# ---- design 1 ----
design_1/registers.png
(6 px per um)
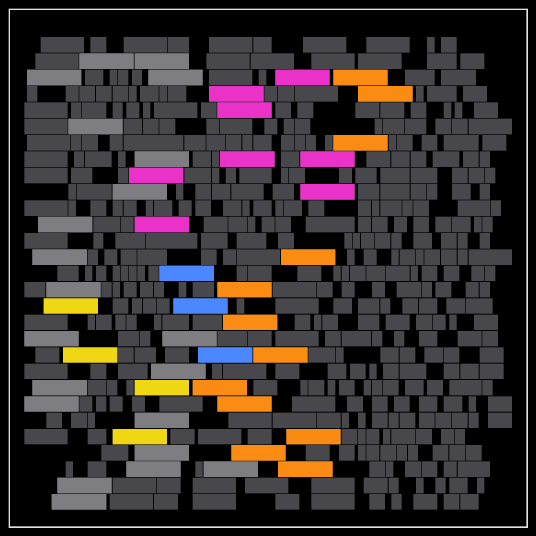

<file path="config.mk">
export PLATFORM = sky130hd
export DESIGN_NAME = tmr_scrubber
export DESIGN_NICKNAME = d
export VERILOG_FILES = /design/src/rtl/tmr_scrubber_pkg.sv /design/src/rtl/tmr_vote.sv /design/src/rtl/tmr_scrubber.sv
export SDC_FILE = /design/constraint.sdc
export NUM_CORES = 1
export LEC_CHECK = 0
export ABC_CLOCK_PERIOD_IN_PS = 1800
export CORE_MARGIN = 2
export CORE_UTILIZATION = 45
export CTS_CLUSTER_DIAMETER = 150
export DETAILED_ROUTE_END_ITERATION = 12
export PLACE_DENSITY = 0.71
export SLEW_MARGIN = 30
export SYNTH_ARGS = -nofsm -noshare
export SYNTH_HDL_FRONTEND = slang
export SYNTH_HIERARCHICAL = 1
export SYNTH_SLANG_ARGS = --single-unit
export TNS_END_PERCENT = 5
</file>
<file path="constraint.sdc">
create_clock -name clk -period 1.8 [get_ports clk]
set_input_delay 0.36 -clock clk [delete_from_list [all_inputs] [get_ports clk]]
set_output_delay 0.36 -clock clk [all_outputs]
set_load 0.1 [all_outputs]
</file>
<file path="src/rtl/tmr_scrubber_pkg.sv">
// Shared definitions for the triplicated register bank and its background scrubber:
// scrubber FSM encoding, default replica width and a lane-flag counting helper.
package tmr_scrubber_pkg;

    localparam int TMR_W = 12;

    typedef enum logic [2:0] {
        ST_IDLE  = 3'd0,
        ST_READ  = 3'd1,
        ST_VOTE  = 3'd2,
        ST_WRITE = 3'd3,
        ST_NEXT  = 3'd4,
        ST_DONE  = 3'd5
    } state_t;

    // Number of replicas that disagree with the voted word (0..3).
    function automatic logic [1:0] lane_errs(input logic e_a, input logic e_b, input logic e_c);
        return {1'b0, e_a} + {1'b0, e_b} + {1'b0, e_c};
    endfunction

endpackage

</file>
<file path="src/rtl/tmr_vote.sv">
// Bitwise 2-of-3 majority voter with per-lane disagreement flags; shared with the
// register bank read path.
module tmr_vote
    import tmr_scrubber_pkg::*;
#(
    parameter int W = TMR_W
) (
    input  logic [W-1:0] a,
    input  logic [W-1:0] b,
    input  logic [W-1:0] c,
    output logic [W-1:0] v,
    output logic         e_a,
    output logic         e_b,
    output logic         e_c
);

    assign v   = (a & b) | (b & c) | (a & c);
    assign e_a = |(a ^ v);
    assign e_b = |(b ^ v);
    assign e_c = |(c ^ v);

endmodule

</file>
<file path="src/rtl/tmr_scrubber.sv">
// Background scrubber: sweeps the triplicated bank, votes each word, writes back
// corrected words and counts single- and multi-lane upsets.
module tmr_scrubber
    import tmr_scrubber_pkg::*;
#(
    parameter int W     = TMR_W,
    parameter int DEPTH = 16,
    parameter int AW    = $clog2(DEPTH),
    parameter int CNT_W = 8
) (
    input  logic             clk,
    input  logic             rstn,
    input  logic             start,
    input  logic             stop,
    output logic             busy,
    output logic             done,
    output logic             rd_en,
    output logic [AW-1:0]    rd_addr,
    input  logic [W-1:0]     rd_a,
    input  logic [W-1:0]     rd_b,
    input  logic [W-1:0]     rd_c,
    output logic             wr_en,
    output logic [AW-1:0]    wr_addr,
    output logic [W-1:0]     wr_data,
    output logic [CNT_W-1:0] corr_cnt,
    output logic [CNT_W-1:0] multi_cnt,
    input  logic             clr_cnt
);

    localparam logic [AW-1:0]    LAST_ADDR = AW'(DEPTH - 1);
    localparam logic [CNT_W-1:0] CNT_MAX   = {CNT_W{1'b1}};
    localparam logic [CNT_W-1:0] CNT_ZERO  = {CNT_W{1'b0}};

    state_t           state_r, state_s;
    logic [AW-1:0]    addr_r, addr_s;
    logic             stop_r;
    logic [CNT_W-1:0] corr_cnt_r, corr_s;
    logic [CNT_W-1:0] multi_cnt_r, multi_s;
    logic             busy_r, done_r, rd_en_r, wr_en_r;
    logic [AW-1:0]    rd_addr_r, wr_addr_r;
    logic [W-1:0]     wr_data_r;
    logic [W-1:0]     vote_s;
    logic             e_a_s, e_b_s, e_c_s;
    logic [1:0]       n_err_s;
    logic             mismatch_s;

    tmr_vote #(.W(W)) u_vote (
        .a   (rd_a),
        .b   (rd_b),
        .c   (rd_c),
        .v   (vote_s),
        .e_a (e_a_s),
        .e_b (e_b_s),
        .e_c (e_c_s)
    );

    assign n_err_s    = lane_errs(e_a_s, e_b_s, e_c_s);
    assign mismatch_s = (n_err_s != 2'd0);

    // Next state and word address; the last word always completes the sweep even if stop is pending.
    always_comb begin
        state_s = state_r;
        addr_s  = addr_r;
        case (state_r)
            ST_IDLE: begin
                if (start) begin
                    state_s = ST_READ;
                    addr_s  = {AW{1'b0}};
                end else begin
                    state_s = ST_IDLE;
                end
            end
            ST_READ:  state_s = ST_VOTE;
            ST_VOTE:  state_s = mismatch_s ? ST_WRITE : ST_NEXT;
            ST_WRITE: state_s = ST_NEXT;
            ST_NEXT: begin
                if (addr_r == LAST_ADDR) begin
                    state_s = ST_DONE;
                end else if (stop_r || stop) begin
                    state_s = ST_IDLE;
                end else begin
                    state_s = ST_READ;
                    addr_s  = addr_r + AW'(1);
                end
            end
            ST_DONE:  state_s = ST_IDLE;
            default:  state_s = ST_IDLE;
        endcase
    end

    // Saturating upset counters; a clear wins over a same-cycle increment.
    always_comb begin
        corr_s  = corr_cnt_r;
        multi_s = multi_cnt_r;
        if (clr_cnt) begin
            corr_s  = CNT_ZERO;
            multi_s = CNT_ZERO;
        end else if (state_r == ST_VOTE) begin
            if (n_err_s == 2'd1) begin
                corr_s = (corr_cnt_r != CNT_MAX) ? corr_cnt_r + CNT_W'(1) : corr_cnt_r;
            end else if (n_err_s >= 2'd2) begin
                multi_s = (multi_cnt_r != CNT_MAX) ? multi_cnt_r + CNT_W'(1) : multi_cnt_r;
            end else begin
                corr_s = corr_cnt_r;
            end
        end else begin
            corr_s = corr_cnt_r;
        end
    end

    // Control state, stop latch and counters.
    always_ff @(posedge clk or negedge rstn) begin
        if (!rstn) begin
            state_r     <= ST_IDLE;
            addr_r      <= {AW{1'b0}};
            stop_r      <= 1'b0;
            corr_cnt_r  <= CNT_ZERO;
            multi_cnt_r <= CNT_ZERO;
        end else begin
            state_r     <= state_s;
            addr_r      <= addr_s;
            corr_cnt_r  <= corr_s;
            multi_cnt_r <= multi_s;
            if (state_s == ST_IDLE) begin
                stop_r <= 1'b0;
            end else if (stop && (state_r != ST_IDLE)) begin
                stop_r <= 1'b1;
            end else begin
                stop_r <= stop_r;
            end
        end
    end

    // Outputs are registered from the next state so each strobe lines up with its state.
    always_ff @(posedge clk or negedge rstn) begin
        if (!rstn) begin
            busy_r    <= 1'b0;
            done_r    <= 1'b0;
            rd_en_r   <= 1'b0;
            wr_en_r   <= 1'b0;
            rd_addr_r <= {AW{1'b0}};
            wr_addr_r <= {AW{1'b0}};
            wr_data_r <= {W{1'b0}};
        end else begin
            busy_r  <= (state_s != ST_IDLE);
            done_r  <= (state_s == ST_DONE);
            rd_en_r <= (state_s == ST_READ);
            wr_en_r <= (state_s == ST_WRITE);
            if (state_s == ST_READ) begin
                rd_addr_r <= addr_s;
            end else begin
                rd_addr_r <= rd_addr_r;
            end
            if (state_s == ST_WRITE) begin
                wr_addr_r <= addr_r;
                wr_data_r <= vote_s;
            end else begin
                wr_addr_r <= wr_addr_r;
                wr_data_r <= wr_data_r;
            end
        end
    end

    assign busy      = busy_r;
    assign done      = done_r;
    assign rd_en     = rd_en_r;
    assign rd_addr   = rd_addr_r;
    assign wr_en     = wr_en_r;
    assign wr_addr   = wr_addr_r;
    assign wr_data   = wr_data_r;
    assign corr_cnt  = corr_cnt_r;
    assign multi_cnt = multi_cnt_r;

endmodule
</file>
# ---- design 2 ----
## src/rtl/axi_pkg.sv

```systemverilog
// Shared AXI4 encodings and burst-master FSM state codes.
package axi_pkg;

    localparam logic [1:0] AXI_BURST_INCR = 2'b01;
    localparam logic [1:0] AXI_RESP_OKAY  = 2'b00;
    localparam logic [2:0] AXI_SIZE_8B    = 3'd3;
    localparam int         AXI_ALIGN_B    = 3;

    typedef logic [1:0] state_t;

    localparam state_t ST_IDLE  = 2'd0;
    localparam state_t ST_AR    = 2'd1;
    localparam state_t ST_R     = 2'd2;
    localparam state_t ST_DRAIN = 2'd3;

endpackage

```

## src/rtl/axi_resp_buf.sv

```systemverilog
// One-entry registered valid/ready buffer.
// Latency: 1 cycle from input handshake to out_vld.
// Backpressure: in_rdy = !full || out_rdy, so push and pop may share a cycle.
module axi_resp_buf #(
    parameter int W = 66
) (
    input  logic         aclk,
    input  logic         aresetn,
    input  logic         in_vld,
    output logic         in_rdy,
    input  logic [W-1:0] in_dat,
    output logic         out_vld,
    input  logic         out_rdy,
    output logic [W-1:0] out_dat
);

    logic         full_q, full_d;
    logic [W-1:0] dat_q, dat_d;

    always_comb begin
        in_rdy = !full_q || out_rdy;
        full_d = full_q;
        dat_d  = dat_q;
        if (in_vld && in_rdy) begin
            full_d = 1'b1;
            dat_d  = in_dat;
        end else if (out_rdy) begin
            full_d = 1'b0;
        end
    end

    always_ff @(posedge aclk or negedge aresetn) begin
        if (!aresetn) begin
            full_q <= 1'b0;
            dat_q  <= '0;
        end else begin
            full_q <= full_d;
            dat_q  <= dat_d;
        end
    end

    assign out_vld = full_q;
    assign out_dat = dat_q;

endmodule

```

## src/rtl/axi_rd_burst_master.sv

```systemverilog
// AXI4 read burst initiator: one core request becomes one INCR burst.
// Latency: req handshake -> arvalid next cycle; R beat -> resp_valid next cycle.
// Backpressure: rready follows the one-entry response buffer; next request only after the last beat drains.
module axi_rd_burst_master
    import axi_pkg::*;
#(
    parameter int                ADDR_W = 32,
    parameter int                DATA_W = 64,
    parameter int                ID_W   = 4,
    parameter logic [ID_W-1:0]   TXN_ID = '0
) (
    input  logic              aclk,
    input  logic              aresetn,
    input  logic              req_valid,
    output logic              req_ready,
    input  logic [ADDR_W-1:0] req_addr,
    input  logic [7:0]        req_len,
    output logic              resp_valid,
    input  logic              resp_ready,
    output logic [DATA_W-1:0] resp_data,
    output logic              resp_last,
    output logic              resp_err,
    output logic              arvalid,
    input  logic              arready,
    output logic [ADDR_W-1:0] araddr,
    output logic [ID_W-1:0]   arid,
    output logic [7:0]        arlen,
    output logic [2:0]        arsize,
    output logic [1:0]        arburst,
    input  logic              rvalid,
    output logic              rready,
    input  logic [ID_W-1:0]   rid,
    input  logic [DATA_W-1:0] rdata,
    input  logic [1:0]        rresp,
    input  logic              rlast
);

    state_t            state_q, state_d;
    logic [ADDR_W-1:0] araddr_q, araddr_d;
    logic [7:0]        arlen_q, arlen_d;
    logic [7:0]        beat_cnt_q, beat_cnt_d;
    logic              misalign_q, misalign_d;

    logic              buf_in_rdy;
    logic              r_hs;
    logic              is_last;
    logic              beat_err;

    assign is_last = (beat_cnt_q == arlen_q);
    assign rready  = (state_q == ST_R) && buf_in_rdy;
    assign r_hs    = rvalid && rready;

    // A misaligned start address is reported on the first beat only.
    assign beat_err = (rresp != AXI_RESP_OKAY) || (rid != TXN_ID) || (rlast != is_last)
                      || (misalign_q && (beat_cnt_q == 8'd0));

    always_comb begin
        state_d    = state_q;
        araddr_d   = araddr_q;
        arlen_d    = arlen_q;
        beat_cnt_d = beat_cnt_q;
        misalign_d = misalign_q;
        case (state_q)
            ST_IDLE: begin
                if (req_valid) begin
                    araddr_d   = {req_addr[ADDR_W-1:AXI_ALIGN_B], {AXI_ALIGN_B{1'b0}}};
                    arlen_d    = req_len;
                    beat_cnt_d = 8'd0;
                    misalign_d = |req_addr[AXI_ALIGN_B-1:0];
                    state_d    = ST_AR;
                end
            end
            ST_AR: begin
                if (arready) begin
                    state_d = ST_R;
                end
            end
            ST_R: begin
                if (r_hs) begin
                    beat_cnt_d = beat_cnt_q + 8'd1;
                    if (is_last) begin
                        state_d = ST_DRAIN;
                    end
                end
            end
            default: begin
                if (!resp_valid || resp_ready) begin
                    state_d = ST_IDLE;
                end
            end
        endcase
    end

    always_ff @(posedge aclk or negedge aresetn) begin
        if (!aresetn) begin
            state_q    <= ST_IDLE;
            araddr_q   <= '0;
            arlen_q    <= '0;
            beat_cnt_q <= '0;
            misalign_q <= 1'b0;
        end else begin
            state_q    <= state_d;
            araddr_q   <= araddr_d;
            arlen_q    <= arlen_d;
            beat_cnt_q <= beat_cnt_d;
            misalign_q <= misalign_d;
        end
    end

    axi_resp_buf #(
        .W(DATA_W + 2)
    ) u_resp_buf (
        .aclk    (aclk),
        .aresetn (aresetn),
        .in_vld  (r_hs),
        .in_rdy  (buf_in_rdy),
        .in_dat  ({rdata, is_last, beat_err}),
        .out_vld (resp_valid),
        .out_rdy (resp_ready),
        .out_dat ({resp_data, resp_last, resp_err})
    );

    // Gated with aresetn so no request is taken while reset is held.
    assign req_ready = (state_q == ST_IDLE) && aresetn;
    assign arvalid   = (state_q == ST_AR);
    assign araddr    = araddr_q;
    assign arlen     = arlen_q;
    assign arid      = TXN_ID;
    assign arsize    = AXI_SIZE_8B;
    assign arburst   = AXI_BURST_INCR;

endmodule

```

## config.mk

```make
export PLATFORM = sky130hd
export DESIGN_NAME = axi_rd_burst_master
export DESIGN_NICKNAME = d
export VERILOG_FILES = /design/src/rtl/axi_pkg.sv /design/src/rtl/axi_resp_buf.sv /design/src/rtl/axi_rd_burst_master.sv
export SDC_FILE = /design/constraint.sdc
export NUM_CORES = 1
export LEC_CHECK = 0
export CAP_MARGIN = 20
export CORE_MARGIN = 4
export CORE_UTILIZATION = 30
export DETAILED_ROUTE_END_ITERATION = 6
export PLACE_DENSITY = 0.71
export SYNTH_ARGS = -nofsm -noshare
export SYNTH_HDL_FRONTEND = slang
export SYNTH_SLANG_ARGS = --single-unit
export TNS_END_PERCENT = 30
```

## constraint.sdc

```tcl
create_clock -name aclk -period 1.98 [get_ports aclk]
set_clock_uncertainty 0.15 [all_clocks]
set_input_delay 0.297 -clock aclk [delete_from_list [all_inputs] [get_ports aclk]]
set_output_delay 0.297 -clock aclk [all_outputs]
set_load 0.005 [all_outputs]
```

# ---- design 3 ----
$ cat src/rtl/data_mem_stage.sv
// MEM-stage data memory: 64-bit LDUR/STUR on an internal doubleword array with a
// fixed multi-cycle latency, a Busy stall while a request is held, and a Done pulse.
module data_mem_stage #(
  parameter int DEPTH   = 64,
  parameter int LATENCY = 2
) (
  input  logic        Clk,
  input  logic        ResetL,
  input  logic        MemRead,
  input  logic        MemWrite,
  input  logic [63:0] Address,
  input  logic [63:0] WriteData,
  output logic [63:0] ReadData,
  output logic        Busy,
  output logic        Done,
  output logic        AddrFault
);

  localparam int AW = $clog2(DEPTH);
  localparam int CW = (LATENCY > 1) ? $clog2(LATENCY) : 1;

  typedef enum logic [1:0] {IDLE, WAIT, RESP} state_e;

  state_e          state_q, state_d;
  logic [CW-1:0]   cnt_q, cnt_d;
  logic            wr_q, wr_d;
  logic            flt_q, flt_d;
  logic [63:0]     rdata_q, rdata_d;
  logic [AW-1:0]   idx_q, idx_d;
  logic [63:0]     wdata_q, wdata_d;
  logic [63:0]     mem_q [DEPTH];

  logic            req;
  logic            fault;
  logic            mem_we;
  logic [AW-1:0]   idx_in;

  assign req    = MemRead | MemWrite;
  assign idx_in = Address[AW+2:3];
  assign fault  = (MemRead & MemWrite) | (Address[2:0] != 3'd0) |
                  (Address[63:3] >= 61'(DEPTH));

  always_comb begin
    state_d = state_q;
    cnt_d   = cnt_q;
    wr_d    = wr_q;
    flt_d   = flt_q;
    rdata_d = rdata_q;
    idx_d   = idx_q;
    wdata_d = wdata_q;
    mem_we  = 1'b0;
    Busy    = 1'b0;
    case (state_q)
      // RESP accepts the next instruction exactly like IDLE, but never stalls.
      IDLE, RESP: begin
        if (req) begin
          Busy = (state_q == IDLE);
          if (fault) begin
            state_d = RESP;
            flt_d   = 1'b1;
            rdata_d = 64'd0;
          end else begin
            state_d = WAIT;
            cnt_d   = CW'(LATENCY - 1);
            wr_d    = MemWrite;
            flt_d   = 1'b0;
            idx_d   = idx_in;
            wdata_d = WriteData;
          end
        end else begin
          state_d = IDLE;
        end
      end
      WAIT: begin
        Busy = 1'b1;
        if (cnt_q != '0) begin
          cnt_d = cnt_q - 1'b1;
        end else begin
          state_d = RESP;
          if (wr_q) mem_we  = 1'b1;
          else      rdata_d = mem_q[idx_q];
        end
      end
      default: state_d = IDLE;
    endcase
  end

  assign Done      = (state_q == RESP);
  assign AddrFault = (state_q == RESP) & flt_q;
  assign ReadData  = rdata_q;

  always_ff @(posedge Clk or negedge ResetL) begin
    if (!ResetL) begin
      state_q <= IDLE;
      cnt_q   <= '0;
      wr_q    <= 1'b0;
      flt_q   <= 1'b0;
      rdata_q <= 64'd0;
    end else begin
      state_q <= state_d;
      cnt_q   <= cnt_d;
      wr_q    <= wr_d;
      flt_q   <= flt_d;
      rdata_q <= rdata_d;
    end
  end

  // Latched request payload needs no reset: it is only consumed from WAIT.
  always_ff @(posedge Clk) begin
    idx_q   <= idx_d;
    wdata_q <= wdata_d;
  end

  // The array is deliberately outside reset so contents survive ResetL.
  always_ff @(posedge Clk) begin
    if (mem_we) mem_q[idx_q] <= wdata_q;
  end

endmodule

$ cat config.mk
export PLATFORM = sky130hd
export DESIGN_NAME = data_mem_stage
export DESIGN_NICKNAME = d
export VERILOG_FILES = /design/src/rtl/data_mem_stage.sv
export SDC_FILE = /design/constraint.sdc
export NUM_CORES = 2
export LEC_CHECK = 0
export CORE_MARGIN = 3
export CORE_UTILIZATION = 53
export DETAILED_ROUTE_END_ITERATION = 12
export PLACE_DENSITY = 0.82
export SETUP_SLACK_MARGIN = 0.05
export SKIP_CTS_REPAIR_TIMING = 1
export SLEW_MARGIN = 40
export SYNTH_ARGS = -nofsm -noshare
export SYNTH_HDL_FRONTEND = slang
export SYNTH_SLANG_ARGS = --single-unit
$ cat constraint.sdc
create_clock -name Clk -period 4 [get_ports Clk]
set_input_delay 0.6 -clock Clk [delete_from_list [all_inputs] [get_ports Clk]]
set_output_delay 0.6 -clock Clk [all_outputs]
set_load 0.02 [all_outputs]
design_2/final_congestion.png
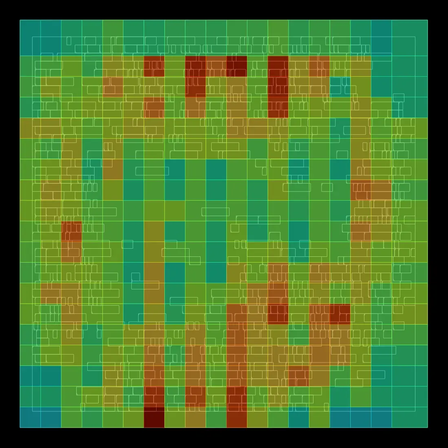
busiest grt layer: met2
Avg WL per Cell: 15.2 um
GRT Overall Usage: 15.8%
GR Layer Usage met1: 18.5%

==> flow_metrics.tcl, design 2 <==
# metrics dict for downstream scripts
set metrics [dict create \
    final-clk-cell-share_pct 7.32 \
    cts_resized 9 \
    synthTopCellsByArea "dfrtp_1, nand2_1, mux2_2" \
    critical_path_class "flip-flop to output pin" \
    top_layer_used "met4" \
    signal_buffers 254 \
    ys_area_mm2 0.00493 \
    fin_cells 961 \
    reg2reg_from "state_q[1]" \
    worst_pin_slew_ns 0.657 \
    slew_headroom_pct 56.2 \
    num-nets-final 855 \
    dp_hpwl_mm 10.9 \
    reg2regPathDepth 6 \
    outcome "complete, no violations" \
]
design 2: report_power, final:
group | internal (W) | switching [W] | leakage [nW]
sequential | 0.00342 | 0.000567 | 1.42
clock | 0.00207 | 0.00104 | 0.296
combinational | 0.00324 | 0.00214 | 2.04
total | 0.00872 | 0.00375 | 3.76
design 2: worst max path at each step:
stage,end,slack (ns)
after floorplan,state_q[1],0.03
after global placement,beat_cnt_q[3],-0.04
after detailed placement,beat_cnt_q[3],-0.08
after CTS,req_ready,0.03
after global routing,state_q[1],-0.006
final,req_ready,0.08
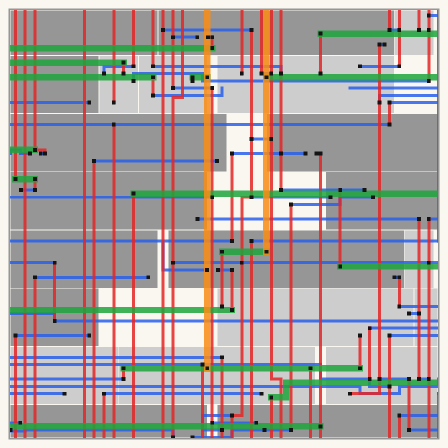
design_3/zoom.png
Region (408, 129) to (428, 149) um. Cells in gray, sequential cells in the stronger gray; small squares are vias.
| color | layer |
|---|---|
| orange | met4 |
| red | met2 |
| green | met3 |
| blue | met1 |
sequential cells in the window: 9
most frequent: edfxtp_1 (9), clkbuf_16 (3)
netlist names of flops here include: mem_q (9)
cells with their middle in the window: 18

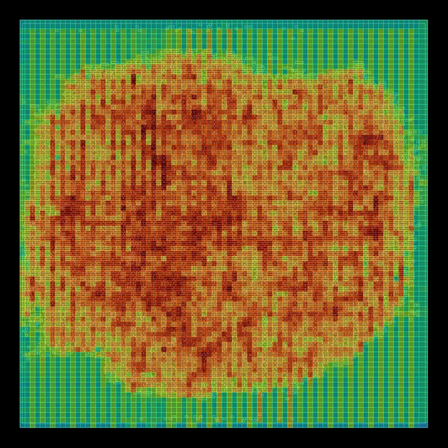
design_3/final_congestion.png
GRT Overall Usage: 30.3%
fin util: 61.4%
met3 Track Usage GR: 8.71%
Avg WL per Cell: 40.0 um
GR Layer Usage met1: 38.1%

==> flow_metrics.tcl, design 3 <==
# metrics dict for downstream scripts
set metrics [dict create \
    timing.hold.ws_ns 0.214 \
    totalWireLength_mm 471 \
    edf_count 4166 \
    adder_share_pct 0 \
    sequentialPower_w 0.0480 \
    seqPwrFrac_pct 55.3 \
    num_antenna_cells 18 \
    ant_nets 0 \
    path_depth 6 \
    critical_path_class "flip-flop to flip-flop" \
    synth_nets 6994 \
    tool_warnings 32 \
    p_clk_share_pct 44.5 \
    wl_met1_mm 144 \
    ys_cells 6862 \
    io_pins 199 \
    regArea_mm2 0.127 \
    worstPathCellList "nor3b_1 -> buf_4 -> and3_1 -> nand2_1 -> nor2_4 -> buf_12" \
    outcome "complete, no violations" \
    cts-root-buf "clkbuf_16" \
    synthFlopType "edfxtp_1" \
    avgSynthCellArea_um2 23.5 \
    rsz0062_at_grt "no" \
    core.rowCount 201 \
]
-- design 3: worst max path at each step --
stage,startpoint,endpoint,slack [ns]
after global routing,state_q[0],mem_q[18][4],0.71
final,state_q[0],mem_q[45][16],0.77
after global placement,Address[21],wdata_q[39],0.71
after CTS,state_q[0],mem_q[38][31],0.84
after detailed placement,Address[27],wdata_q[39],0.68
after floorplan,state_q[1],mem_q[62][0],-0.43
-- design 3: state kept, by name, summed over array words and instances, names as in the netlist, named ones only --
name,count
ReadData,64
cnt_q,1
flt_q,1
idx_q,6
mem_q,4096
state_q,2
wdata_q,64
wr_q,1
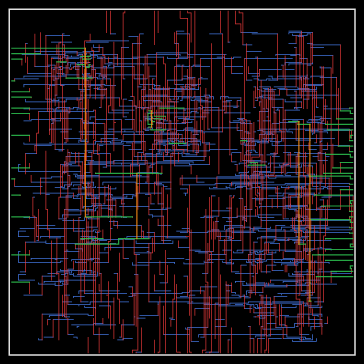
design_1/metal_stack.png
(4 px per um)
| color | layer | wire length |
|---|---|---|
| orange | met4 | 137 um |
| green | met3 | 331 um |
| blue | met1 | 3,490 um |
| red | met2 | 4,100 um |

Notes on design_1/registers.png above:
| color | netlist name | flops |
|---|---|---|
| orange | wr_data | 12 |
| yellow | addr_r | 4 |
| magenta | corr_cnt | 8 |
| blue | state_r | 3 |
not colored: 21

==> flow_metrics.tcl, design 1 <==
# metrics dict for downstream scripts
set metrics [dict create \
    fin_skew_ns 0.00663 \
    drive_gt1_share_pct 43.7 \
    synth.cell_area_mm2 0.00303 \
    max_freq_mhz 400 \
    final-clk-cell-share_pct 1.78 \
    adder_share_pct 1.90 \
    htree_levels 2 \
    period_needed_ns 2.50 \
    avgRoutedWirePerCell_um 15.2 \
    outcome "complete, but fails checks" \
    violations "setup timing" \
    fin_ws_ns -0.697 \
    crit_start "rd_c[5]" \
    total_power_w 0.00582 \
    tool_warnings 29 \
    regArea_mm2 0.00120 \
    reg2regPathDepth 4 \
    chipHeight_um 86.1 \
    sequentialPower_w 0.00163 \
    setup_viol 36 \
    rsz0062_at_grt "yes" \
    track_usage_pct 22.8 \
    post-route-util_pct 76.5 \
    simple_gate_share_pct 27.6 \
    vias 2951 \
    critical_path_class "input pin to flip-flop" \
    drc 0 \
]
==> design 1: critical path, delay by kind of cell <==
kind / cells / cell delay [ns]
and+or+nand+nor: 5 / 0.87
buffers and inverters: 3 / 0.51
adders and majority gates: 1 / 0.45
AOI/OAI and AO/OA: 1 / 0.28
xor gates and xnor gates: 1 / 0.12
muxes: 1 / 0.08


==> screenshots <==
Clock wires, drivers and flops.
shot_01.png
(1 px per um)
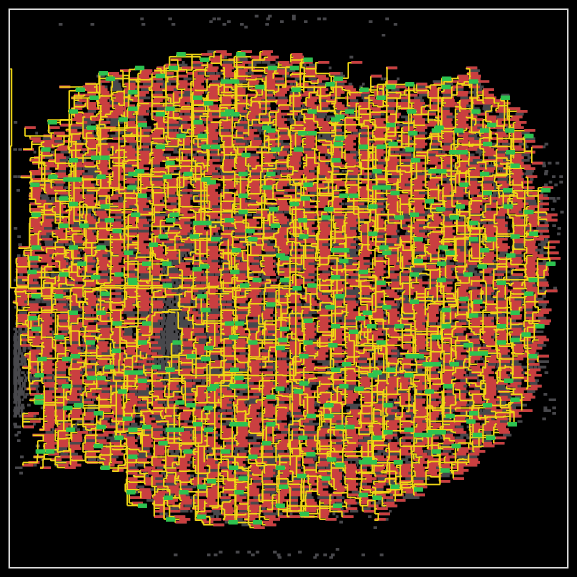
shot_02.png
(2 px per um)
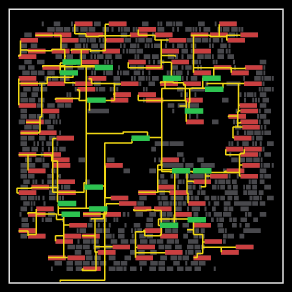
shot_03.png
(3 px per um)
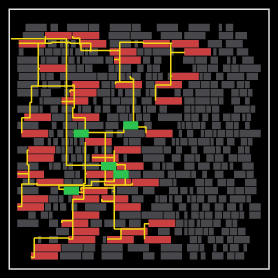
shot_03.png comes from design 1.
shot_02.png comes from design 2.
shot_01.png comes from design 3.

No activity file was given, so power comes from the tool's default toggle rates.
